==================== design 1
==> design_1/met1.png <==
Bar = 20 um. Supply wires on this layer in gray.
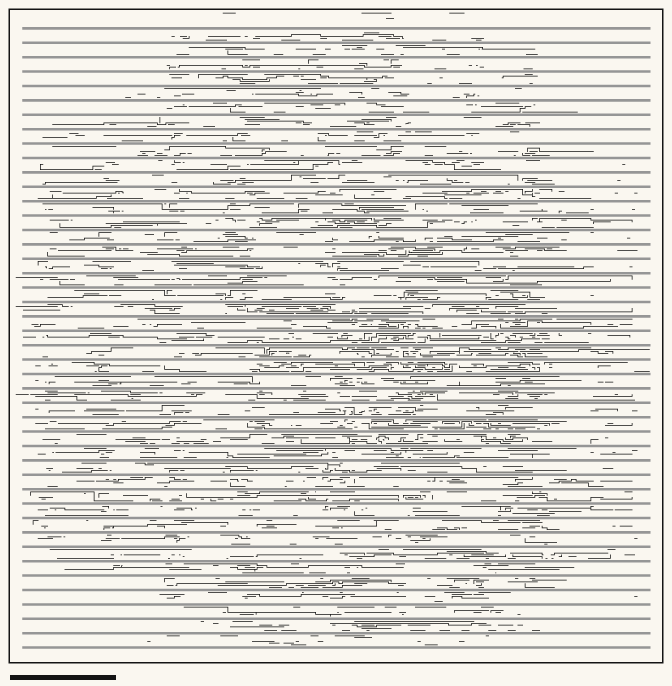
==> src/rtl/mcbsp_pkg.sv <==
// mcbsp_pkg: shared widths, state encoding and word-length clamp for the McBSP slave link.
package mcbsp_pkg;
  localparam int MCBSP_WORD_W = 32;
  localparam int MCBSP_LEN_W = 7;
  typedef enum logic {IDLE, SHIFT} state_t;
  function automatic logic [5:0] eff_len(input logic [MCBSP_LEN_W-1:0] len);
    return (len == '0 || len > 7'd32) ? 6'd32 : len[5:0];
  endfunction
endpackage

==> src/rtl/mcbsp_slaver_tx_if.sv <==
// mcbsp_slaver_tx_if: frame, serial and producer-side signals of the slave transmitter.
interface mcbsp_slaver_tx_if;
  import mcbsp_pkg::*;
  logic [MCBSP_LEN_W-1:0] mcbsp_reg_length;
  logic mcbsp_slaver_fsr;
  logic mcbsp_slaver_miso;
  logic mcbsp_slaver_oe;
  logic [MCBSP_WORD_W-1:0] mcbsp_data_in;
  logic mcbsp_vaild_in;
  logic mcbsp_ready_out;
  logic [4:0] mcbsp_fifo_level;
  logic mcbsp_tx_done;
  logic mcbsp_underrun;
  logic mcbsp_frame_err;
  logic [63:0] debug_signal;
  modport slave (
    input mcbsp_reg_length, mcbsp_slaver_fsr, mcbsp_data_in, mcbsp_vaild_in,
    output mcbsp_slaver_miso, mcbsp_slaver_oe, mcbsp_ready_out, mcbsp_fifo_level,
    output mcbsp_tx_done, mcbsp_underrun, mcbsp_frame_err, debug_signal
  );
  modport master (
    output mcbsp_reg_length, mcbsp_slaver_fsr, mcbsp_data_in, mcbsp_vaild_in,
    input mcbsp_slaver_miso, mcbsp_slaver_oe, mcbsp_ready_out, mcbsp_fifo_level,
    input mcbsp_tx_done, mcbsp_underrun, mcbsp_frame_err, debug_signal
  );
endinterface

==> src/rtl/mcbsp_tx_fifo.sv <==
// mcbsp_tx_fifo: single-clock word FIFO; push/pop are ignored when full/empty respectively.
module mcbsp_tx_fifo
  import mcbsp_pkg::*;
#(
  parameter int FIFO_DEPTH = 4
) (
  input  logic clk,
  input  logic rst_n,
  input  logic push,
  input  logic pop,
  input  logic [MCBSP_WORD_W-1:0] din,
  output logic [MCBSP_WORD_W-1:0] dout,
  output logic full,
  output logic empty,
  output logic [4:0] level
);
  localparam int AW = $clog2(FIFO_DEPTH);
  logic [MCBSP_WORD_W-1:0] mem [FIFO_DEPTH];
  logic [AW-1:0] wr_ptr, rd_ptr;
  logic do_push, do_pop;
  assign full = level == 5'(FIFO_DEPTH);
  assign empty = level == 5'd0;
  assign do_push = push && !full;
  assign do_pop = pop && !empty;
  assign dout = mem[rd_ptr];
  always_ff @(posedge clk)
    if (do_push) mem[wr_ptr] <= din;
  always_ff @(posedge clk or negedge rst_n)
    if (!rst_n) begin
      wr_ptr <= '0;
      rd_ptr <= '0;
      level <= '0;
    end else begin
      wr_ptr <= wr_ptr + AW'(do_push);
      rd_ptr <= rd_ptr + AW'(do_pop);
      level <= level + 5'(do_push) - 5'(do_pop);
    end
endmodule

==> src/rtl/mcbsp_slaver_tx.sv <==
// mcbsp_slaver_tx: shifts buffered words MSB-first to the DSP on DSP-supplied clock and frame sync.
module mcbsp_slaver_tx
  import mcbsp_pkg::*;
#(
  parameter int FIFO_DEPTH = 4,
  parameter logic [31:0] IDLE_WORD = 32'h0000_0000
) (
  input logic mcbsp_slaver_clkr,
  input logic mcbsp_slaver_rst_n,
  mcbsp_slaver_tx_if.slave bus
);
  state_t state;
  logic [4:0] cnt;
  logic [MCBSP_WORD_W-1:0] shreg, head, word;
  logic full, empty, fsr;
  logic [5:0] n, nm1;
  assign fsr = bus.mcbsp_slaver_fsr;
  assign n = eff_len(bus.mcbsp_reg_length);
  assign nm1 = n - 6'd1;
  assign word = empty ? IDLE_WORD : head;
  assign bus.mcbsp_ready_out = !full;
  mcbsp_tx_fifo #(.FIFO_DEPTH(FIFO_DEPTH)) u_fifo (
    .clk(mcbsp_slaver_clkr),
    .rst_n(mcbsp_slaver_rst_n),
    .push(bus.mcbsp_vaild_in),
    .pop(fsr),
    .din(bus.mcbsp_data_in),
    .dout(head),
    .full(full),
    .empty(empty),
    .level(bus.mcbsp_fifo_level)
  );
  // Any fsr starts a frame; the N=1 case passes through SHIFT with cnt=0 for its single bit.
  always_ff @(posedge mcbsp_slaver_clkr or negedge mcbsp_slaver_rst_n)
    if (!mcbsp_slaver_rst_n) begin
      state <= IDLE;
      cnt <= '0;
      shreg <= '0;
      bus.mcbsp_slaver_miso <= 1'b0;
      bus.mcbsp_slaver_oe <= 1'b0;
      bus.mcbsp_tx_done <= 1'b0;
      bus.mcbsp_underrun <= 1'b0;
      bus.mcbsp_frame_err <= 1'b0;
    end else begin
      bus.mcbsp_tx_done <= 1'b0;
      bus.mcbsp_underrun <= 1'b0;
      bus.mcbsp_frame_err <= 1'b0;
      if (fsr) begin
        state <= SHIFT;
        shreg <= word;
        cnt <= nm1[4:0];
        bus.mcbsp_slaver_miso <= word[nm1[4:0]];
        bus.mcbsp_slaver_oe <= 1'b1;
        bus.mcbsp_tx_done <= n == 6'd1;
        bus.mcbsp_underrun <= empty;
        bus.mcbsp_frame_err <= state == SHIFT && cnt != 5'd0;
      end else if (state == SHIFT && cnt != 5'd0) begin
        cnt <= cnt - 5'd1;
        bus.mcbsp_slaver_miso <= shreg[cnt-5'd1];
        bus.mcbsp_tx_done <= cnt == 5'd1;
      end else begin
        state <= IDLE;
        bus.mcbsp_slaver_miso <= 1'b0;
        bus.mcbsp_slaver_oe <= 1'b0;
      end
    end
  assign bus.debug_signal = {16'd0, state == SHIFT, cnt, shreg, bus.mcbsp_fifo_level,
                             bus.mcbsp_tx_done, bus.mcbsp_underrun, bus.mcbsp_frame_err,
                             bus.mcbsp_slaver_oe, bus.mcbsp_slaver_miso};
endmodule

==> src/flat_wrapper.sv <==
// flat-port wrapper written by rule: the top's interface ports become plain ports
module mcbsp_slaver_tx_flat import mcbsp_pkg::*;
#(
  parameter int FIFO_DEPTH = 4,
  parameter logic [31:0] IDLE_WORD = 32'h0000_0000
)
  (mcbsp_slaver_clkr, mcbsp_slaver_rst_n, bus_mcbsp_reg_length, bus_mcbsp_slaver_fsr, bus_mcbsp_data_in, bus_mcbsp_vaild_in, bus_mcbsp_slaver_miso, bus_mcbsp_slaver_oe, bus_mcbsp_ready_out, bus_mcbsp_fifo_level, bus_mcbsp_tx_done, bus_mcbsp_underrun, bus_mcbsp_frame_err, bus_debug_signal);
  mcbsp_slaver_tx_if bus_i ();
  input logic mcbsp_slaver_clkr;
  input logic mcbsp_slaver_rst_n;
  input wire logic [$bits(bus_i.mcbsp_reg_length)-1:0] bus_mcbsp_reg_length;
  input wire logic [$bits(bus_i.mcbsp_slaver_fsr)-1:0] bus_mcbsp_slaver_fsr;
  input wire logic [$bits(bus_i.mcbsp_data_in)-1:0] bus_mcbsp_data_in;
  input wire logic [$bits(bus_i.mcbsp_vaild_in)-1:0] bus_mcbsp_vaild_in;
  output wire logic [$bits(bus_i.mcbsp_slaver_miso)-1:0] bus_mcbsp_slaver_miso;
  output wire logic [$bits(bus_i.mcbsp_slaver_oe)-1:0] bus_mcbsp_slaver_oe;
  output wire logic [$bits(bus_i.mcbsp_ready_out)-1:0] bus_mcbsp_ready_out;
  output wire logic [$bits(bus_i.mcbsp_fifo_level)-1:0] bus_mcbsp_fifo_level;
  output wire logic [$bits(bus_i.mcbsp_tx_done)-1:0] bus_mcbsp_tx_done;
  output wire logic [$bits(bus_i.mcbsp_underrun)-1:0] bus_mcbsp_underrun;
  output wire logic [$bits(bus_i.mcbsp_frame_err)-1:0] bus_mcbsp_frame_err;
  output wire logic [$bits(bus_i.debug_signal)-1:0] bus_debug_signal;
  assign bus_i.mcbsp_reg_length = bus_mcbsp_reg_length;
  assign bus_i.mcbsp_slaver_fsr = bus_mcbsp_slaver_fsr;
  assign bus_i.mcbsp_data_in = bus_mcbsp_data_in;
  assign bus_i.mcbsp_vaild_in = bus_mcbsp_vaild_in;
  assign bus_mcbsp_slaver_miso = bus_i.mcbsp_slaver_miso;
  assign bus_mcbsp_slaver_oe = bus_i.mcbsp_slaver_oe;
  assign bus_mcbsp_ready_out = bus_i.mcbsp_ready_out;
  assign bus_mcbsp_fifo_level = bus_i.mcbsp_fifo_level;
  assign bus_mcbsp_tx_done = bus_i.mcbsp_tx_done;
  assign bus_mcbsp_underrun = bus_i.mcbsp_underrun;
  assign bus_mcbsp_frame_err = bus_i.mcbsp_frame_err;
  assign bus_debug_signal = bus_i.debug_signal;
  mcbsp_slaver_tx #(.FIFO_DEPTH(FIFO_DEPTH), .IDLE_WORD(IDLE_WORD)) u_core (.mcbsp_slaver_clkr(mcbsp_slaver_clkr), .mcbsp_slaver_rst_n(mcbsp_slaver_rst_n), .bus(bus_i));
endmodule
==> config.mk <==
export PLATFORM = sky130hd
export DESIGN_NAME = mcbsp_slaver_tx_flat
export DESIGN_NICKNAME = d
export VERILOG_FILES = /design/src/rtl/mcbsp_pkg.sv /design/src/rtl/mcbsp_slaver_tx_if.sv /design/src/rtl/mcbsp_tx_fifo.sv /design/src/rtl/mcbsp_slaver_tx.sv /design/src/flat_wrapper.sv
export SDC_FILE = /design/constraint.sdc
export NUM_CORES = 1
export LEC_CHECK = 0
export CORE_MARGIN = 2
export CORE_UTILIZATION = 54
export DETAILED_ROUTE_END_ITERATION = 10
export GPL_TIMING_DRIVEN = 0
export PLACE_DENSITY = 0.8
export SLEW_MARGIN = 5
export SYNTH_ARGS = -nofsm -noshare
export SYNTH_HDL_FRONTEND = slang
export SYNTH_SLANG_ARGS = --single-unit
==> constraint.sdc <==
create_clock -name mcbsp_slaver_clkr -period 4.4 [get_ports mcbsp_slaver_clkr]
set_input_delay 1.1 -clock mcbsp_slaver_clkr [delete_from_list [all_inputs] [get_ports mcbsp_slaver_clkr]]
set_output_delay 1.1 -clock mcbsp_slaver_clkr [all_outputs]
set_load 0.05 [all_outputs]
==> run summary <==
Implementation results.

Of the post-synthesis cell area, the part taken by muxes is 13.35%. The kind of cell adding the most delay to the critical path is buffers and inverters. Ranking logic cells in the layout by count gives the top entries 128 x edfxtp_1, 99 x clkdlybuf4s50_1, 51 x dfrtp_1. The number of hold buffers added after CTS was 0. The path length in cells of the critical path is 12. The finished cells cover 0.009662 sq mm.

The number of vias per cell is 6.011. The final timing report lists clock skew as 7.575 ps. After clock tree synthesis, the setup repair step added 0 buffers.

The final cycle utilization of the critical path is between 90% and 100%. The run finished with clean final reports. Routing resource usage on met1 recorded by global route was 30.83%. For reference, the placement row count at floorplan is 43. The first global-routing pass estimated 26,210 um of wire. The source of the critical timing path is bus_mcbsp_slaver_fsr. The count of max-cap constraint violations is 0.
About design_1/met1.png:
563 nets have wire on it. The layer carries 6,540 um of wire. The longest straight run is 40.0 um. The layer holds 37% of the routed length. The wires run mostly horizontal.

cell usage after synthesis, drive strengths merged (2+ instances only):
library cell	instances
nor4	3
o21ai	9
a22o	31
edfxtp	128
inv	13
dfrtp	51
a21o	2
mux4	41
mux2i	7
nand2b	2
xnor2	8
mux2	2
buf	38
nand2	17
or3	2
o22ai	3
nand3	3
clkbuf	10
nand4	2
or2	3
and3	2
nor3	7
a31oi	3
nor2	8
nor3b	4
xor2	6
a21oi	11
ha	11
state kept, by name, indices dropped and copies added, names as in the netlist:
register,cells
u_core.bus.mcbsp_tx_done,1
u_core.bus.mcbsp_slaver_miso,1
u_core.u_fifo.mem,128
u_core.bus.mcbsp_slaver_oe,1
u_core.shreg,32
u_core.cnt,5
u_core.u_fifo.level,5
u_core.u_fifo.rd_ptr,2
u_core.bus.mcbsp_underrun,1
u_core.u_fifo.wr_ptr,2
u_core.bus.mcbsp_frame_err,1
worst reg2reg max path: stages, from the launching register on:
cell	delay, ps
dfrtp_1	410
inv_1	90
ha_1	250
a21oi_1	590
clkbuf_1	550
ha_1	210
inv_1	50
ha_1	210
fa_1	410
a21oi_1	190
nor2_1	70
nor2_1	130
xnor2_1	130

==================== design 2
==> design_2/met1.png <==
Bar = 20 um. Supply wires on this layer in gray.
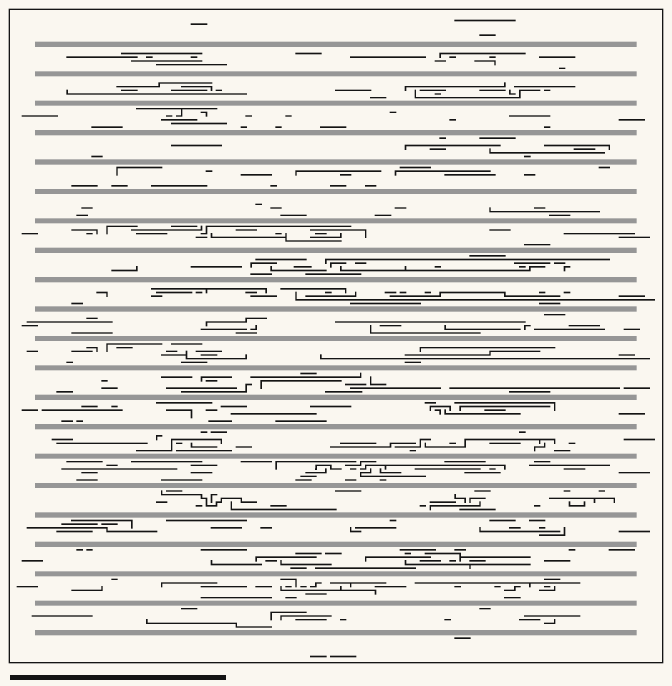
==> design_2/met2.png <==
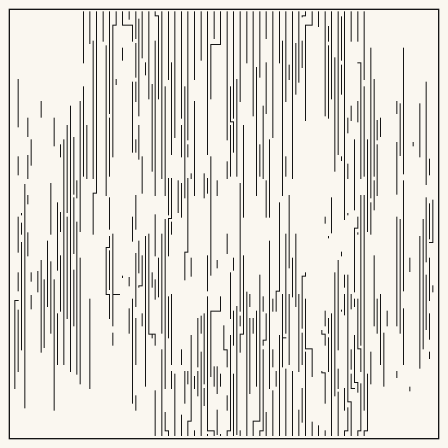
[src/rtl/mem_arbiter.sv]
// Purpose : shares one program/data memory port between the CPU and a HOST loader/debug port.
// Latency : grant and memory drive are combinational; read data returns one cycle after the grant.
// Backpr. : a requester not granted holds req/we/adr/wdata until gnt; dropping req withdraws it.
//
// Ports:
//   ph1, reset                    clock and asynchronous active-high reset
//   cpu_*  / host_*               request side (req/we/adr/wdata in, gnt/rvalid/rdata out)
//   mem_we/mem_adr/mem_wdata      drive to the memory macro; mem_rdata returns one cycle later
//   last_host                     arbitration pointer, 1 when HOST held the most recent grant
module mem_arbiter #(
    parameter int ADDR_W    = 8,
    parameter int DATA_W    = 15,
    parameter int MAX_BURST = 4
) (
    input  logic              ph1,
    input  logic              reset,

    input  logic              cpu_req,
    input  logic              cpu_we,
    input  logic [ADDR_W-1:0] cpu_adr,
    input  logic [DATA_W-1:0] cpu_wdata,
    output logic              cpu_gnt,
    output logic              cpu_rvalid,
    output logic [DATA_W-1:0] cpu_rdata,

    input  logic              host_req,
    input  logic              host_we,
    input  logic [ADDR_W-1:0] host_adr,
    input  logic [DATA_W-1:0] host_wdata,
    output logic              host_gnt,
    output logic              host_rvalid,
    output logic [DATA_W-1:0] host_rdata,

    output logic              mem_we,
    output logic [ADDR_W-1:0] mem_adr,
    output logic [DATA_W-1:0] mem_wdata,
    input  logic [DATA_W-1:0] mem_rdata,

    output logic              last_host
);

    localparam logic [3:0] BURST_CAP = 4'(MAX_BURST);

    logic [3:0] burst_cnt;   // consecutive HOST grants, saturating at 15
    logic       tag_vld;     // a read was granted last cycle
    logic       tag_host;    // owner of that read: 1 = HOST
    logic       cap_hit;
    logic       host_win;
    logic       any_gnt;
    logic       gnt_we;

    // The cap only bites when HOST owns the pointer; the pointer alone would also
    // hand CPU the grant there, but the cap is kept explicit so the burst bound
    // survives any later change to the pointer policy.
    assign cap_hit  = last_host && (burst_cnt >= BURST_CAP) && cpu_req;

    // HOST wins when alone, or when both request and CPU held the last grant.
    assign host_win = host_req && !(cpu_req && (last_host || cap_hit));

    assign host_gnt = host_win && !reset;
    assign cpu_gnt  = cpu_req && !host_win && !reset;
    assign any_gnt  = host_gnt || cpu_gnt;

    // Idle and CPU-granted cycles both present the CPU bus to the memory.
    assign mem_adr   = host_gnt ? host_adr   : cpu_adr;
    assign mem_wdata = host_gnt ? host_wdata : cpu_wdata;
    assign gnt_we    = host_gnt ? host_we    : cpu_we;
    assign mem_we    = any_gnt && gnt_we;

    // Read return: the tag steers the single memory read port to its owner.
    assign cpu_rvalid  = tag_vld && !tag_host && !reset;
    assign host_rvalid = tag_vld &&  tag_host && !reset;
    assign cpu_rdata   = cpu_rvalid  ? mem_rdata : '0;
    assign host_rdata  = host_rvalid ? mem_rdata : '0;

    always_ff @(posedge ph1 or posedge reset) begin
        if (reset) begin
            last_host <= 1'b0;
            burst_cnt <= 4'd0;
            tag_vld   <= 1'b0;
            tag_host  <= 1'b0;
        end else begin
            // The tag is rewritten every cycle so a stale read never returns twice.
            tag_vld  <= any_gnt && !gnt_we;
            tag_host <= host_gnt;
            if (any_gnt) begin
                last_host <= host_gnt;
                if (host_gnt) begin
                    if (last_host)
                        burst_cnt <= (burst_cnt == 4'd15) ? 4'd15 : burst_cnt + 4'd1;
                    else
                        burst_cnt <= 4'd1;
                end else begin
                    burst_cnt <= 4'd0;
                end
            end
        end
    end

endmodule

[config.mk]
export PLATFORM = sky130hd
export DESIGN_NAME = mem_arbiter
export DESIGN_NICKNAME = d
export VERILOG_FILES = /design/src/rtl/mem_arbiter.sv
export SDC_FILE = /design/constraint.sdc
export NUM_CORES = 1
export LEC_CHECK = 0
export CORE_MARGIN = 2
export CORE_UTILIZATION = 24
export CTS_CLUSTER_SIZE = 25
export DETAILED_ROUTE_END_ITERATION = 12
export PLACE_DENSITY = 0.95
export SYNTH_ARGS = -nofsm -noshare
export SYNTH_HDL_FRONTEND = slang
export SYNTH_SLANG_ARGS = --single-unit
export TNS_END_PERCENT = 10
[constraint.sdc]
create_clock -name ph1 -period 2.75 [get_ports ph1]
set_input_delay 0.4125 -clock ph1 [delete_from_list [all_inputs] [get_ports ph1]]
set_output_delay 0.4125 -clock ph1 [all_outputs]
set_load 0.1 [all_outputs]
==> run summary <==
Implementation results.

The flow ran to the end, and the final reports show no timing, DRC or antenna violations. The cell sequence reported for the critical path is clkdlybuf4s50_1 > a21bo_4 > nor2_8 > buf_12 > mux2_4 > buf_12. The class of the most critical hold timing path is flip-flop to flip-flop. The stage logs contain a warning count of 27. The die outline area is 0.003636 sq mm. Per the synthesis report, the dominant area consumer among library cells is mux2_4. Hold repair after CTS inserted 0 buffers.

Per the slew report, the remaining headroom to the max-slew limit stands at 62.84%. The detailed router reported a total wirelength of 4386 um. Per the synth log, the flip-flop and latch total comes to 3.

At the worst endpoint, the arrival time is 2070 ps. Cells with a size suffix above 1 make up 41.28% of the layout. The analysis attributes to cell leakage a power of 1.112 nW.

Detailed routing inserted a total of approximately 1,200 vias. Per the synth stats, the proportion of register bits with asynchronous set or reset is 100.0%. The number of port buffers is 125. The fraction of cell area in sequential cells is reported as 2.840%. Measured against the total synthesized area, the mux share comes to 43.42%.

The prevailing logic family in the synthesized netlist is multiplexers. The global routing report lists met1 layer usage as 23.29%. IR analysis of the VDD net gives a maximum drop of 0.2676 mV. In this design, the stage delay of the slowest critical-path cell is just over 500 ps. According to the floorplan report, the placeable core area is 0.003028 sq mm. The report lists the power per cell area as 326.1 mW/mm^2.

The total non-filler cell area in the finished layout is 0.002644 sq mm. The first routing iteration left 49 violations. In this run the vertical extent of the chip is 60.30 um. The count of buffers added by post-CTS timing repair for setup is 0.

In the final run the clock tree shows a worst skew of 2.858 ps.
Notes on design_2/met1.png above:
The longest straight run is 33.1 um. The layer holds 31% of the routed length. The wires run mostly horizontal. 228 nets have wire on it. The layer carries 1,350 um of wire.

Notes on design_2/met2.png above:
The layer holds 61% of the routed length. The wires run mostly vertical. 261 nets have wire on it. The layer carries 2,700 um of wire. The longest straight run is 37.4 um.

## cells in the final DEF, fill, tap and decap left out, types with 2 or more instances in the layout
cell type / Yosys / layout
nor3b_1: 3 / 2
clkbuf_4: 0 / 3
buf_12: 2 / 59
mux2_4: 19 / 19
mux2_2: 4 / 4
nand2_1: 17 / 17
nor2_1: 29 / 29
clkdlybuf4s50_1: 0 / 66
dfrtp_1: 3 / 3
buf_4: 1 / 2
## power by group
part	internal [W]	switching (W)
Clock	0.0000547	0.0000273
Combinational	0.000297	0.000427
Sequential	0.0000494	0.00000715
## worst max-delay path by stage
| stage | slack (ps) | to |
|---|---|---|
| detailed placement | 280 | mem_wdata[2] |
| global route | 180 | host_rdata[0] |
| global placement | 320 | mem_wdata[6] |
| finish | 270 | mem_wdata[2] |
| floorplan | -450 | host_rdata[13] |
| CTS | 270 | mem_wdata[2] |
## worst register-to-register path: stages (launching register included)
cell and delay (ps):
dfrtp_1 420, a21bo_4 260, or3_1 310, o31ai_1 70
## metrics by stage
step / worst slack (ps) / hold slack, ps
after floorplan: -445.7 / 507.5
after global placement: 321.4 / 524.3
after detailed placement: 275.1 / 546.7
after CTS: 268.0 / 552.6
after global routing: 178.5 / 574.3
final: 268.7 / 549.6

==================== design 3
**config.mk**
```make
export PLATFORM = sky130hd
export DESIGN_NAME = autotest_seq_flat
export DESIGN_NICKNAME = d
export VERILOG_FILES = /design/src/rtl/autotest_pkg.sv /design/src/rtl/autotest_seq_if.sv /design/src/rtl/byte_serializer.sv /design/src/rtl/autotest_seq.sv /design/src/flat_wrapper.sv
export SDC_FILE = /design/constraint.sdc
export NUM_CORES = 1
export LEC_CHECK = 0
export ABC_CLOCK_PERIOD_IN_PS = 3500
export CAP_MARGIN = 20
export CORE_ASPECT_RATIO = 1.75
export CORE_MARGIN = 1.5
export CORE_UTILIZATION = 46
export DETAILED_ROUTE_END_ITERATION = 8
export PLACE_DENSITY = 0.8
export SETUP_SLACK_MARGIN = 0.05
export SLEW_MARGIN = 20
export SYNTH_ARGS = -nofsm -noshare
export SYNTH_HDL_FRONTEND = slang
export SYNTH_SLANG_ARGS = --single-unit
```
**constraint.sdc**
```tcl
create_clock -name clk -period 3.5 [get_ports clk]
set_clock_uncertainty 0.2 [all_clocks]
set_input_delay 0.525 -clock clk [delete_from_list [all_inputs] [get_ports clk]]
set_output_delay 0.525 -clock clk [all_outputs]
set_load 0.005 [all_outputs]
```
**src/rtl/autotest_pkg.sv**
```systemverilog
// autotest_pkg: shared types and constants for the autotest sequencer.
//   state_e      - sequencer states
//   STAT_OK      - status byte for a vector that finished normally
//   STAT_TIMEOUT - status byte for a vector aborted by the run timeout
package autotest_pkg;

  typedef enum logic [2:0] {
    IDLE,
    LOAD,
    RST,
    RUN,
    EMIT,
    NEXT,
    DONE
  } state_e;

  localparam logic [7:0] STAT_OK      = 8'h00;
  localparam logic [7:0] STAT_TIMEOUT = 8'hFF;

endpackage

```
**src/rtl/autotest_seq_if.sv**
```systemverilog
// autotest_seq_if: byte stream with valid/ready handshake.
//   valid - producer has a byte on data
//   ready - consumer accepts data this cycle when valid is also high
//   data  - byte payload
// master = producer side, slave = consumer side.
interface autotest_seq_if;
  logic       valid;
  logic       ready;
  logic [7:0] data;

  modport master (output valid, output data, input ready);
  modport slave  (input valid, input data, output ready);
endinterface

```
**src/rtl/byte_serializer.sv**
```systemverilog
// byte_serializer: parallel-load, MSB-first byte emitter.
//   clk, rst    - clock, synchronous active-high reset
//   load        - capture load_data and start emitting N_BYTES bytes
//   load_data   - record to emit, first byte in the top bits
//   out_if      - byte stream (master)
//   last_xfer   - final byte of the record is being accepted this cycle
module byte_serializer #(
  parameter int N_BYTES = 9
) (
  input  logic                   clk,
  input  logic                   rst,
  input  logic                   load,
  input  logic [N_BYTES*8-1:0]   load_data,
  autotest_seq_if.master         out_if,
  output logic                   last_xfer
);

  localparam int CW = $clog2(N_BYTES + 1);

  logic [N_BYTES*8-1:0] sh_q, sh_d;
  logic [CW-1:0]        left_q, left_d;
  logic                 xfer;

  assign out_if.valid = (left_q != '0);
  assign out_if.data  = sh_q[N_BYTES*8-1 -: 8];
  assign xfer         = out_if.valid & out_if.ready;
  assign last_xfer    = xfer && (left_q == CW'(1));

  always_comb begin
    sh_d   = sh_q;
    left_d = left_q;
    if (load) begin
      sh_d   = load_data;
      left_d = CW'(N_BYTES);
    end else if (xfer) begin
      // zero fill keeps out_data at 0 once the record has drained
      sh_d   = sh_q << 8;
      left_d = left_q - CW'(1);
    end
  end

  always_ff @(posedge clk) begin
    if (rst) begin
      sh_q   <= '0;
      left_q <= '0;
    end else begin
      sh_q   <= sh_d;
      left_q <= left_d;
    end
  end

endmodule

```
**src/rtl/autotest_seq.sv**
```systemverilog
// autotest_seq: reads key/IV test vectors from a byte stream, runs a keyed
// UUT through reset and run, times the run and emits one result record per
// vector on the output byte stream.
//   clk, rst        - clock, synchronous active-high reset
//   start           - begin a batch of num_vectors vectors (ignored while busy)
//   in_if           - vector byte stream (slave), key bytes then IV bytes
//   out_if          - result byte stream (master)
//   rst_uut, key_uut, iv_uut, end_uut, block_o_uut - UUT control/result
//   busy, done, timeout_seen - batch status
// Build option: AUTOTEST_CYCLE_COUNT_EN adds the CNT_W/8 run-length bytes
// between result and status in each record.
//
// state | meaning
// IDLE  | waiting for start
// LOAD  | shifting in key then IV bytes, UUT held in reset
// RST   | UUT reset for RST_CYCLES cycles, run counter cleared
// RUN   | UUT released, counting cycles until end_uut or timeout
// EMIT  | record draining through the serializer, UUT parked in reset
// NEXT  | one vector finished, decide on another LOAD or DONE
// DONE  | batch over, done pulse follows
module autotest_seq
  import autotest_pkg::*;
#(
  parameter int KEY_W          = 80,
  parameter int IV_W           = 80,
  parameter int RES_W          = 64,
  parameter int CNT_W          = 32,
  parameter int RST_CYCLES     = 4,
  parameter int TIMEOUT_CYCLES = 2**20
) (
  input  logic              clk,
  input  logic              rst,
  input  logic              start,
  input  logic [15:0]       num_vectors,
  autotest_seq_if.slave     in_if,
  autotest_seq_if.master    out_if,
  output logic              rst_uut,
  output logic [KEY_W-1:0]  key_uut,
  output logic [IV_W-1:0]   iv_uut,
  input  logic              end_uut,
  input  logic [RES_W-1:0]  block_o_uut,
  output logic              busy,
  output logic              done,
  output logic              timeout_seen
);

  localparam int LD_W     = KEY_W + IV_W;
  localparam int LD_BYTES = LD_W / 8;
  localparam int LCW      = $clog2(LD_BYTES + 1);
  localparam int RCW      = $clog2(RST_CYCLES + 1);
`ifdef AUTOTEST_CYCLE_COUNT_EN
  localparam int REC_BYTES = RES_W/8 + CNT_W/8 + 1;
`else
  localparam int REC_BYTES = RES_W/8 + 1;
`endif

  state_e               state_q, state_d;
  logic [15:0]          vec_left_q, vec_left_d;
  logic [LCW-1:0]       ld_left_q, ld_left_d;
  logic [LD_W-1:0]      ld_sr_q, ld_sr_d;
  logic [RCW-1:0]       rst_tmr_q, rst_tmr_d;
  logic [CNT_W-1:0]     cyc_q, cyc_d;
  logic [CNT_W-1:0]     cyc_inc;
  logic                 busy_q, busy_d;
  logic                 done_q, done_d;
  logic                 tmo_q, tmo_d;
  logic                 accept;
  logic                 ser_load;
  logic                 ser_last;
  logic [REC_BYTES*8-1:0] ser_data;

  assign in_if.ready  = (state_q == LOAD);
  assign accept       = in_if.valid & in_if.ready;
  assign rst_uut      = (state_q != RUN);
  assign key_uut      = ld_sr_q[LD_W-1 -: KEY_W];
  assign iv_uut       = ld_sr_q[IV_W-1:0];
  assign busy         = busy_q;
  assign done         = done_q;
  assign timeout_seen = tmo_q;
  assign cyc_inc      = cyc_q + CNT_W'(1);

  // In RUN, end_uut selects the normal record; otherwise this is only
  // loaded on the cycle the counter reaches the timeout.
`ifdef AUTOTEST_CYCLE_COUNT_EN
  assign ser_data = {block_o_uut, (end_uut ? cyc_q : cyc_inc),
                     (end_uut ? STAT_OK : STAT_TIMEOUT)};
`else
  assign ser_data = {block_o_uut, (end_uut ? STAT_OK : STAT_TIMEOUT)};
`endif

  always_comb begin
    state_d    = state_q;
    vec_left_d = vec_left_q;
    ld_left_d  = ld_left_q;
    ld_sr_d    = ld_sr_q;
    rst_tmr_d  = rst_tmr_q;
    cyc_d      = cyc_q;
    busy_d     = busy_q;
    done_d     = 1'b0;
    tmo_d      = tmo_q;
    ser_load   = 1'b0;
    case (state_q)
      IDLE: begin
        if (start) begin
          vec_left_d = num_vectors;
          ld_left_d  = LCW'(LD_BYTES - 1);
          tmo_d      = 1'b0;
          busy_d     = 1'b1;
          state_d    = (num_vectors == 16'd0) ? DONE : LOAD;
        end
      end
      LOAD: begin
        if (accept) begin
          ld_sr_d = {ld_sr_q[LD_W-9:0], in_if.data};
          if (ld_left_q == '0) begin
            rst_tmr_d = RCW'(RST_CYCLES - 1);
            state_d   = RST;
          end else begin
            ld_left_d = ld_left_q - LCW'(1);
          end
        end
      end
      RST: begin
        cyc_d = '0;
        if (rst_tmr_q == '0) begin
          state_d = RUN;
        end else begin
          rst_tmr_d = rst_tmr_q - RCW'(1);
        end
      end
      RUN: begin
        if (end_uut) begin
          ser_load = 1'b1;
          state_d  = EMIT;
        end else if (cyc_inc == CNT_W'(TIMEOUT_CYCLES)) begin
          ser_load = 1'b1;
          tmo_d    = 1'b1;
          state_d  = EMIT;
        end else begin
          cyc_d = cyc_inc;
        end
      end
      EMIT: begin
        if (ser_last) begin
          state_d = NEXT;
        end
      end
      NEXT: begin
        vec_left_d = vec_left_q - 16'd1;
        ld_left_d  = LCW'(LD_BYTES - 1);
        state_d    = (vec_left_q == 16'd1) ? DONE : LOAD;
      end
      DONE: begin
        done_d  = 1'b1;
        busy_d  = 1'b0;
        state_d = IDLE;
      end
      default: state_d = IDLE;
    endcase
  end

  always_ff @(posedge clk) begin
    if (rst) begin
      state_q    <= IDLE;
      vec_left_q <= '0;
      ld_left_q  <= '0;
      ld_sr_q    <= '0;
      rst_tmr_q  <= '0;
      cyc_q      <= '0;
      busy_q     <= 1'b0;
      done_q     <= 1'b0;
      tmo_q      <= 1'b0;
    end else begin
      state_q    <= state_d;
      vec_left_q <= vec_left_d;
      ld_left_q  <= ld_left_d;
      ld_sr_q    <= ld_sr_d;
      rst_tmr_q  <= rst_tmr_d;
      cyc_q      <= cyc_d;
      busy_q     <= busy_d;
      done_q     <= done_d;
      tmo_q      <= tmo_d;
    end
  end

  byte_serializer #(
    .N_BYTES (REC_BYTES)
  ) u_ser (
    .clk       (clk),
    .rst       (rst),
    .load      (ser_load),
    .load_data (ser_data),
    .out_if    (out_if),
    .last_xfer (ser_last)
  );

endmodule

```
**src/flat_wrapper.sv**
```systemverilog
// flat-port wrapper written by rule: the top's interface ports become plain ports
module autotest_seq_flat import autotest_pkg::*;
#(
  parameter int KEY_W          = 80,
  parameter int IV_W           = 80,
  parameter int RES_W          = 64,
  parameter int CNT_W          = 32,
  parameter int RST_CYCLES     = 4,
  parameter int TIMEOUT_CYCLES = 2**20
)
  (clk, rst, start, num_vectors, rst_uut, key_uut, iv_uut, end_uut, block_o_uut, busy, done, timeout_seen, in_if_valid, in_if_data, in_if_ready, out_if_valid, out_if_data, out_if_ready);
  autotest_seq_if in_if_i ();
  autotest_seq_if out_if_i ();
  input  logic clk;
  input  logic rst;
  input  logic start;
  input  logic [15:0] num_vectors;
  output logic rst_uut;
  output logic [KEY_W-1:0] key_uut;
  output logic [IV_W-1:0] iv_uut;
  input  logic end_uut;
  input  logic [RES_W-1:0] block_o_uut;
  output logic busy;
  output logic done;
  output logic timeout_seen;
  input wire logic [$bits(in_if_i.valid)-1:0] in_if_valid;
  input wire logic [$bits(in_if_i.data)-1:0] in_if_data;
  output wire logic [$bits(in_if_i.ready)-1:0] in_if_ready;
  output wire logic [$bits(out_if_i.valid)-1:0] out_if_valid;
  output wire logic [$bits(out_if_i.data)-1:0] out_if_data;
  input wire logic [$bits(out_if_i.ready)-1:0] out_if_ready;
  assign in_if_i.valid = in_if_valid;
  assign in_if_i.data = in_if_data;
  assign in_if_ready = in_if_i.ready;
  assign out_if_valid = out_if_i.valid;
  assign out_if_data = out_if_i.data;
  assign out_if_i.ready = out_if_ready;
  autotest_seq #(.KEY_W(KEY_W), .IV_W(IV_W), .RES_W(RES_W), .CNT_W(CNT_W), .RST_CYCLES(RST_CYCLES), .TIMEOUT_CYCLES(TIMEOUT_CYCLES)) u_core (.clk(clk), .rst(rst), .start(start), .num_vectors(num_vectors), .in_if(in_if_i), .out_if(out_if_i), .rst_uut(rst_uut), .key_uut(key_uut), .iv_uut(iv_uut), .end_uut(end_uut), .block_o_uut(block_o_uut), .busy(busy), .done(done), .timeout_seen(timeout_seen));
endmodule
```
==> run summary <==
Implementation results.

In this run the worst hold path is classified as flip-flop to flip-flop. The mean cell area of the mapped netlist is 7.653 sq um. The synthesized netlist cell count is 1,616. The DRC marker count from the first detailed-route iteration is 824.

The flow ran to the end, and the final reports show no timing, DRC or antenna violations. The count of max-cap constraint violations is 0. Post-route period utilization is reported as between 90% and 100%. The later pin in the worst-skew pair is clocked with a latency of 550 ps. For reference, full adder, half adder and majority cells occupy about 1.0% of the area reported after synthesis. The number of global-route vias before repair came to 11,790. The highest metal layer carrying signal wires in the routed design is met4. For reference, the clock transition at the flip-flops on the worst setup and hold paths is around 70 ps. The register area is between 0.005 and 0.006 sq mm. The routing usage on met1 is 28.66%. For flop-to-flop paths, the worst setup slack is 30 ps.

CTS added clock buffers totalling 27. The total length of routed met2 wires is 20,180 um. The most used logic cell in the final layout is nand2_1.

The final report gives the standard cell area, fillers excluded, as between 0.015 and 0.02 sq mm. The synthesized netlist devotes ~1.1% of its cell area to XOR and XNOR gates.
-- where the power goes --
part	internal, W	total [W]	switching [W]
clock network	0.00175	0.00307	0.00132
logic	0.000553	0.00162	0.00106
registers	0.00346	0.00360	0.000142
total	0.00576	0.00829	0.00253
-- Yosys cell counts, types with 6 or more instances --
master    number
nand2_1      490
dfxtp_1      291
a21oi_1      209
nor2_1       117
clkbuf_1     108
a311oi_1      58
nand3_1       32
nor3_1        22
o21ai_0       22
a31oi_1       18
a211oi_1      17
inv_1         17
nand4_1       16
or3_1         16
buf_2         15
o31ai_1       14
ha_1          10
nor4_1        10
o21ai_1       10
and3_1         9
xnor2_1        9
buf_4          8
and2_1         7
o41ai_1        6
xor2_1         6
-- layout make-up --
class                      instances  share of cell area (%)
inverter                          17                  0.3831
tap                              324                   2.434
clock buffer                      34                   4.514
sequential                       291                   35.00
multi-input combinational       1172                   36.25
clock inverter                    16                   1.022
timing repair buffer             348                   20.38
antenna                            1                 0.01502
-- critical path, delay by kind of cell, from the launching register on --
family | cells | cell delay (ps)
AND-OR/OR-AND | 5 | 950
adder cells (fa/ha/maj) | 1 | 140
buffers and inverters | 3 | 460
flip-flops | 1 | 370
AND/OR/NAND/NOR | 4 | 1300
==> design_3/met1.png <==
Bar = 50 um. Supply wires on this layer in gray.
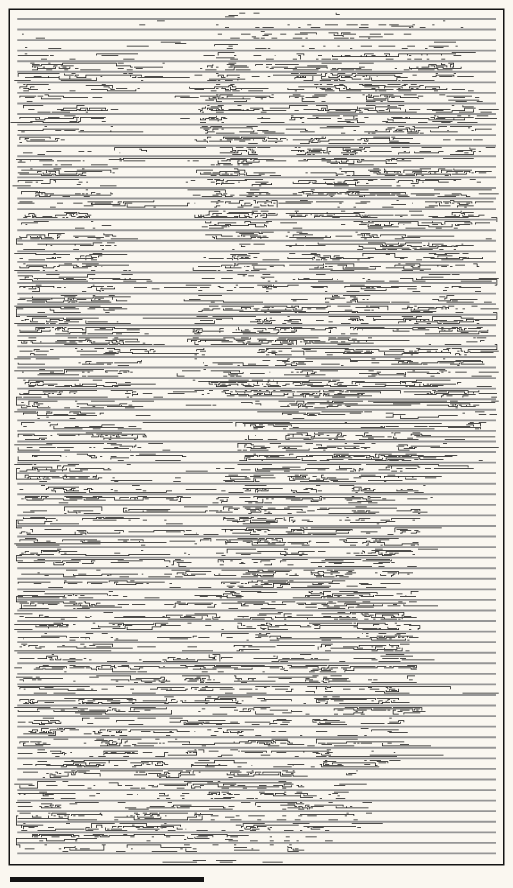
1,770 nets have wire on it. The wires run mostly horizontal. The longest straight run is 51.1 um. The layer holds 37% of the routed length. The layer carries 14,300 um of wire.


==================== design 4
<file path="src/rtl/relu_maxpool2d.sv">
// ReLU plus POOLxPOOL max-pooling engine that walks a conv feature buffer
// and writes one pooled sample per window into a pool buffer.
module relu_maxpool2d #(
  parameter int DATA_WIDTH = 16,
  parameter int CHANNELS   = 8,
  parameter int IMG_SIZE   = 28,
  parameter int POOL       = 2,
  parameter int RELU       = 1,
  localparam int OS         = (POOL > 0) ? IMG_SIZE / POOL : 1,
  localparam int CONV_DEPTH = CHANNELS * IMG_SIZE * IMG_SIZE,
  localparam int POOL_DEPTH = CHANNELS * OS * OS,
  localparam int CONV_AW    = (CONV_DEPTH > 1) ? $clog2(CONV_DEPTH) : 1,
  localparam int POOL_AW    = (POOL_DEPTH > 1) ? $clog2(POOL_DEPTH) : 1
) (
  input  logic                         clk,
  input  logic                         reset,
  input  logic                         start,
  output logic [CONV_AW-1:0]           conv_addr,
  output logic                         conv_en,
  input  logic signed [DATA_WIDTH-1:0] conv_q,
  output logic [POOL_AW-1:0]           pool_addr,
  output logic                         pool_en,
  output logic                         pool_we,
  output logic signed [DATA_WIDTH-1:0] pool_d,
  output logic                         done
);

  localparam int CW = (CHANNELS > 1) ? $clog2(CHANNELS) : 1;
  localparam int OW = (OS > 1) ? $clog2(OS) : 1;
  localparam int PW = (POOL > 1) ? $clog2(POOL) : 1;

  localparam logic signed [DATA_WIDTH-1:0] MAX_INIT =
    (RELU != 0) ? '0 : {1'b1, {(DATA_WIDTH-1){1'b0}}};

  if (POOL < 1) begin : g_bad_pool
    $error("relu_maxpool2d: POOL must be at least 1");
  end else if (IMG_SIZE % POOL != 0) begin : g_bad_div
    $error("relu_maxpool2d: IMG_SIZE must be a multiple of POOL");
  end

  typedef enum logic [2:0] {IDLE, READ, WAIT, CMP, WRITE, FINISH} state_t;

  state_t state, state_next;

  logic [CW-1:0] c, c_next;
  logic [OW-1:0] pr, pr_next, pc, pc_next;
  logic [PW-1:0] wr, wr_next, wc, wc_next;
  logic signed [DATA_WIDTH-1:0] max_r, max_next;
  logic start_q;

  logic [CONV_AW-1:0] conv_addr_next;
  logic               conv_en_next;
  logic [POOL_AW-1:0] pool_addr_next;
  logic               pool_en_next, pool_we_next, done_next;
  logic signed [DATA_WIDTH-1:0] pool_d_next;

  // start is captured only while idle, so requests during a run or in FINISH vanish
  always_ff @(posedge clk or posedge reset) begin
    if (reset) begin
      state     <= IDLE;
      start_q   <= 1'b0;
      c         <= '0;
      pr        <= '0;
      pc        <= '0;
      wr        <= '0;
      wc        <= '0;
      max_r     <= '0;
      conv_addr <= '0;
      conv_en   <= 1'b0;
      pool_addr <= '0;
      pool_en   <= 1'b0;
      pool_we   <= 1'b0;
      pool_d    <= '0;
      done      <= 1'b0;
    end else begin
      state     <= state_next;
      start_q   <= start && (state == IDLE);
      c         <= c_next;
      pr        <= pr_next;
      pc        <= pc_next;
      wr        <= wr_next;
      wc        <= wc_next;
      max_r     <= max_next;
      conv_addr <= conv_addr_next;
      conv_en   <= conv_en_next;
      pool_addr <= pool_addr_next;
      pool_en   <= pool_en_next;
      pool_we   <= pool_we_next;
      pool_d    <= pool_d_next;
      done      <= done_next;
    end
  end

  always_comb begin
    state_next     = state;
    c_next         = c;
    pr_next        = pr;
    pc_next        = pc;
    wr_next        = wr;
    wc_next        = wc;
    max_next       = max_r;
    conv_addr_next = conv_addr;
    conv_en_next   = 1'b0;
    pool_addr_next = pool_addr;
    pool_d_next    = pool_d;
    pool_en_next   = 1'b0;
    pool_we_next   = 1'b0;
    done_next      = 1'b0;

    case (state)
      IDLE: begin
        if (start_q) begin
          c_next     = '0;
          pr_next    = '0;
          pc_next    = '0;
          wr_next    = '0;
          wc_next    = '0;
          max_next   = MAX_INIT;
          state_next = READ;
        end
      end

      READ: begin
        conv_addr_next = CONV_AW'((32'(c) * 32'(IMG_SIZE) + 32'(pr) * 32'(POOL) + 32'(wr))
                                  * 32'(IMG_SIZE) + 32'(pc) * 32'(POOL) + 32'(wc));
        conv_en_next   = 1'b1;
        state_next     = WAIT;
      end

      WAIT: state_next = CMP;

      // conv_q is only valid here: two cycles after the read request was issued
      CMP: begin
        if (conv_q > max_r) max_next = conv_q;
        if (wc != PW'(POOL - 1)) begin
          wc_next    = wc + 1'b1;
          state_next = READ;
        end else if (wr != PW'(POOL - 1)) begin
          wc_next    = '0;
          wr_next    = wr + 1'b1;
          state_next = READ;
        end else begin
          state_next = WRITE;
        end
      end

      WRITE: begin
        pool_addr_next = POOL_AW'((32'(c) * 32'(OS) + 32'(pr)) * 32'(OS) + 32'(pc));
        pool_d_next    = max_r;
        pool_en_next   = 1'b1;
        pool_we_next   = 1'b1;
        wr_next        = '0;
        wc_next        = '0;
        max_next       = MAX_INIT;
        state_next     = READ;
        if (pc != OW'(OS - 1)) begin
          pc_next = pc + 1'b1;
        end else begin
          pc_next = '0;
          if (pr != OW'(OS - 1)) begin
            pr_next = pr + 1'b1;
          end else begin
            pr_next = '0;
            if (c != CW'(CHANNELS - 1)) c_next = c + 1'b1;
            else state_next = FINISH;
          end
        end
      end

      FINISH: begin
        done_next  = 1'b1;
        state_next = IDLE;
      end

      default: state_next = IDLE;
    endcase
  end

endmodule

</file>
<file path="config.mk">
export PLATFORM = sky130hd
export DESIGN_NAME = relu_maxpool2d
export DESIGN_NICKNAME = d
export VERILOG_FILES = /design/src/rtl/relu_maxpool2d.sv
export SDC_FILE = /design/constraint.sdc
export NUM_CORES = 1
export LEC_CHECK = 0
export ABC_AREA = 1
export ABC_CLOCK_PERIOD_IN_PS = 5400
export CAP_MARGIN = 20
export CORE_ASPECT_RATIO = 0.75
export CORE_MARGIN = 2
export CORE_UTILIZATION = 45
export DETAILED_ROUTE_END_ITERATION = 10
export HOLD_SLACK_MARGIN = 0.05
export PLACE_DENSITY = 0.75
export SYNTH_ARGS = -nofsm -noshare
export SYNTH_HDL_FRONTEND = slang
export SYNTH_SLANG_ARGS = --single-unit
</file>
<file path="constraint.sdc">
create_clock -name clk -period 5.4 [get_ports clk]
set_clock_uncertainty 0.05 [all_clocks]
set_input_delay 1.08 -clock clk [delete_from_list [all_inputs] [get_ports clk]]
set_output_delay 1.08 -clock clk [all_outputs]
set_load 0.005 [all_outputs]
</file>
==> design_4/met1.png <==
Bar = 50 um. Supply wires on this layer in gray.
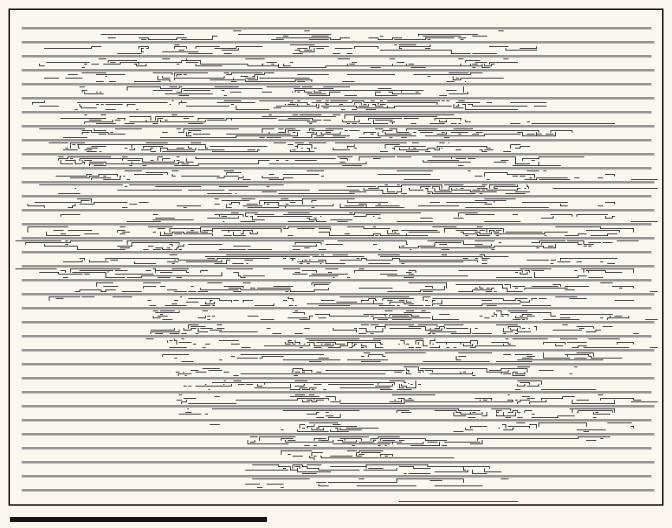
The layer holds 51% of the routed length. The longest straight run is 47.8 um. The wires run mostly horizontal. 697 nets have wire on it.

==> design_4/met2.png <==
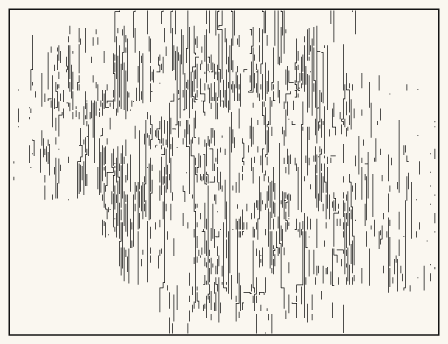
The layer holds 43% of the routed length. The longest straight run is 43.2 um. 612 nets have wire on it. The layer carries 4,820 um of wire.

==> run summary <==
Implementation results.

The first global-routing pass estimated 18,150 um of wire. The detail route stage leaves a number of antenna-violating nets equal to 0. The most used flip-flop cell after synthesis is dfrtp_1. The combinational cell fraction of total power is between 40% and 50%. The top routing layer in use is met4. CTS placed an instance of clkbuf_16 at the clock tree root. Ranking logic cells in the layout by count gives the top entries 192 x nand2_1, 81 x inv_1, 76 x dfrtp_1. For this sky-water flow run, the detailed-routed wirelength per cell is reported as 13.51 um. The number of levels in the clock H-tree is 3.

The fraction of the mapped netlist area in simple logic gates is 25.36%. The critical path class is flip-flop to flip-flop. The element type at the critical path start is a flip-flop.

The routing usage on met1 is 28.07%. Total power for the finished layout comes to 0.002799 W. The synthesis run shows multiplexers occupying 0% of the cell area. The most used logic cell in the final layout is nand2_1.

The area taken by multi-input combinational cells is reported as 0.002749 sq mm. Counting endpoints that fail hold in the final report gives 0. The count of unresolved DRC violations after routing is 0.

The run finished with clean final reports.
-- per-stage QoR --
step                instance area [sq um]  hold WS, ps
floorplan                            5082        415.4
global placement                     5788        407.3
detailed placement                   5788        408.6
CTS                                  6111        423.3
global route                         6111        447.3
finish                               6111        416.4
-- flip-flops by register name, summed over array words and instances (netlist names), 3 cells and up --
register	cells
max_r	16
pool_d	16
conv_addr	13
pool_addr	11
pc	4
pr	4
c	3
state	3
-- final cells by class --
| type | count | share of cell area, % |
|---|---|---|
| Clock buffer | 14 | 4.648 |
| Clock inverter | 2 | 0.6347 |
| Inverter | 85 | 5.221 |
| Multi-Input combinational cell | 448 | 44.98 |
| Sequential cell | 76 | 31.12 |
| Tap cell | 140 | 2.867 |
| Timing Repair Buffer | 65 | 10.52 |
-- logic make-up after synthesis --
kind of cell | after synthesis
AND-OR/OR-AND | 67
XOR/XNOR | 18
adder cells (fa/ha/maj) | 63
buffers and inverters | 104
flip-flops | 76
AND/OR/NAND/NOR | 300


==> layout pictures side by side <==
The metal 3 layer.
image #1
Bar = 20 um. Cells faint in the background.
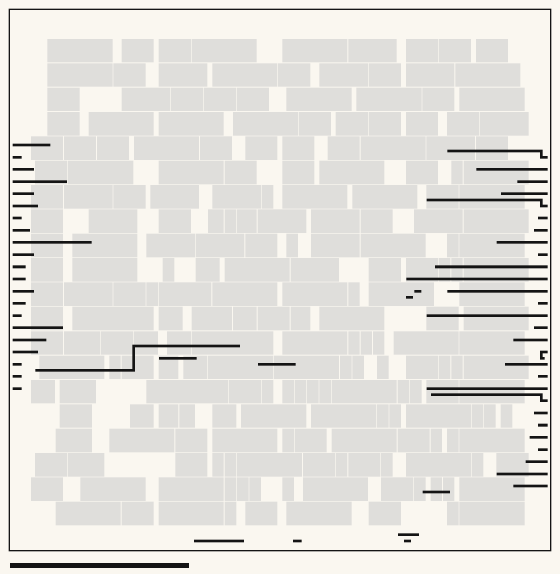
image #2
Bar = 20 um. Cells faint in the background.
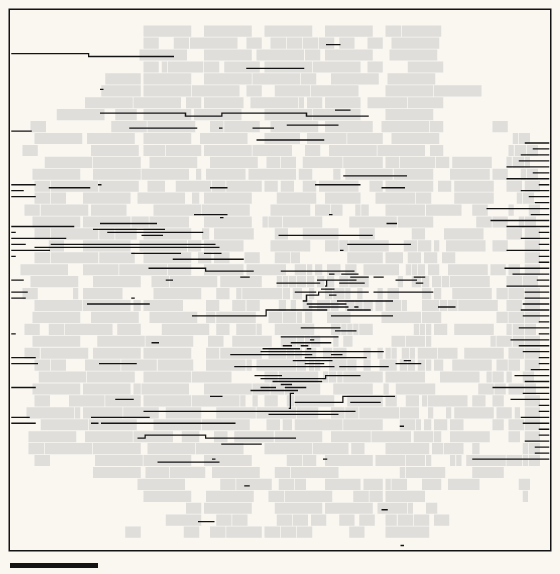
image #3
Bar = 50 um. Cells faint in the background.
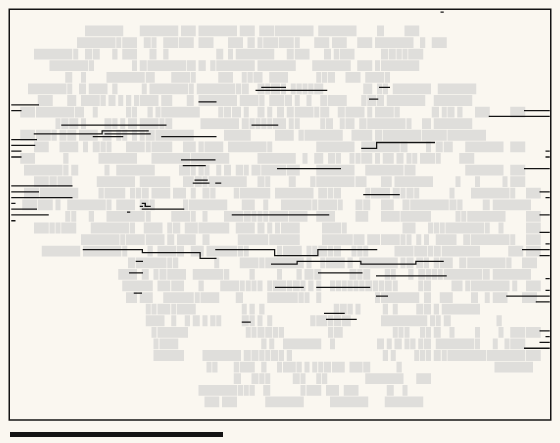
image #4
Bar = 50 um. Cells faint in the background.
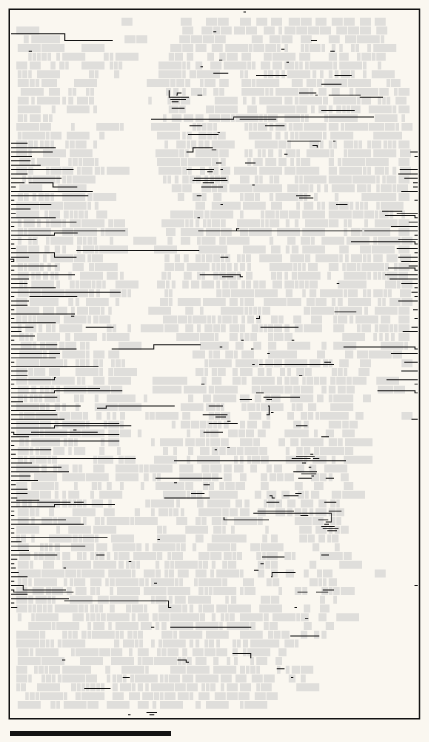
- image #4 = design 3
- image #1 = design 2
- image #3 = design 4
- image #2 = design 1
Of these, largest die: image #4
Of these, smallest die: image #1

Power figures rest on the tool's default switching activity, not on a simulated workload.
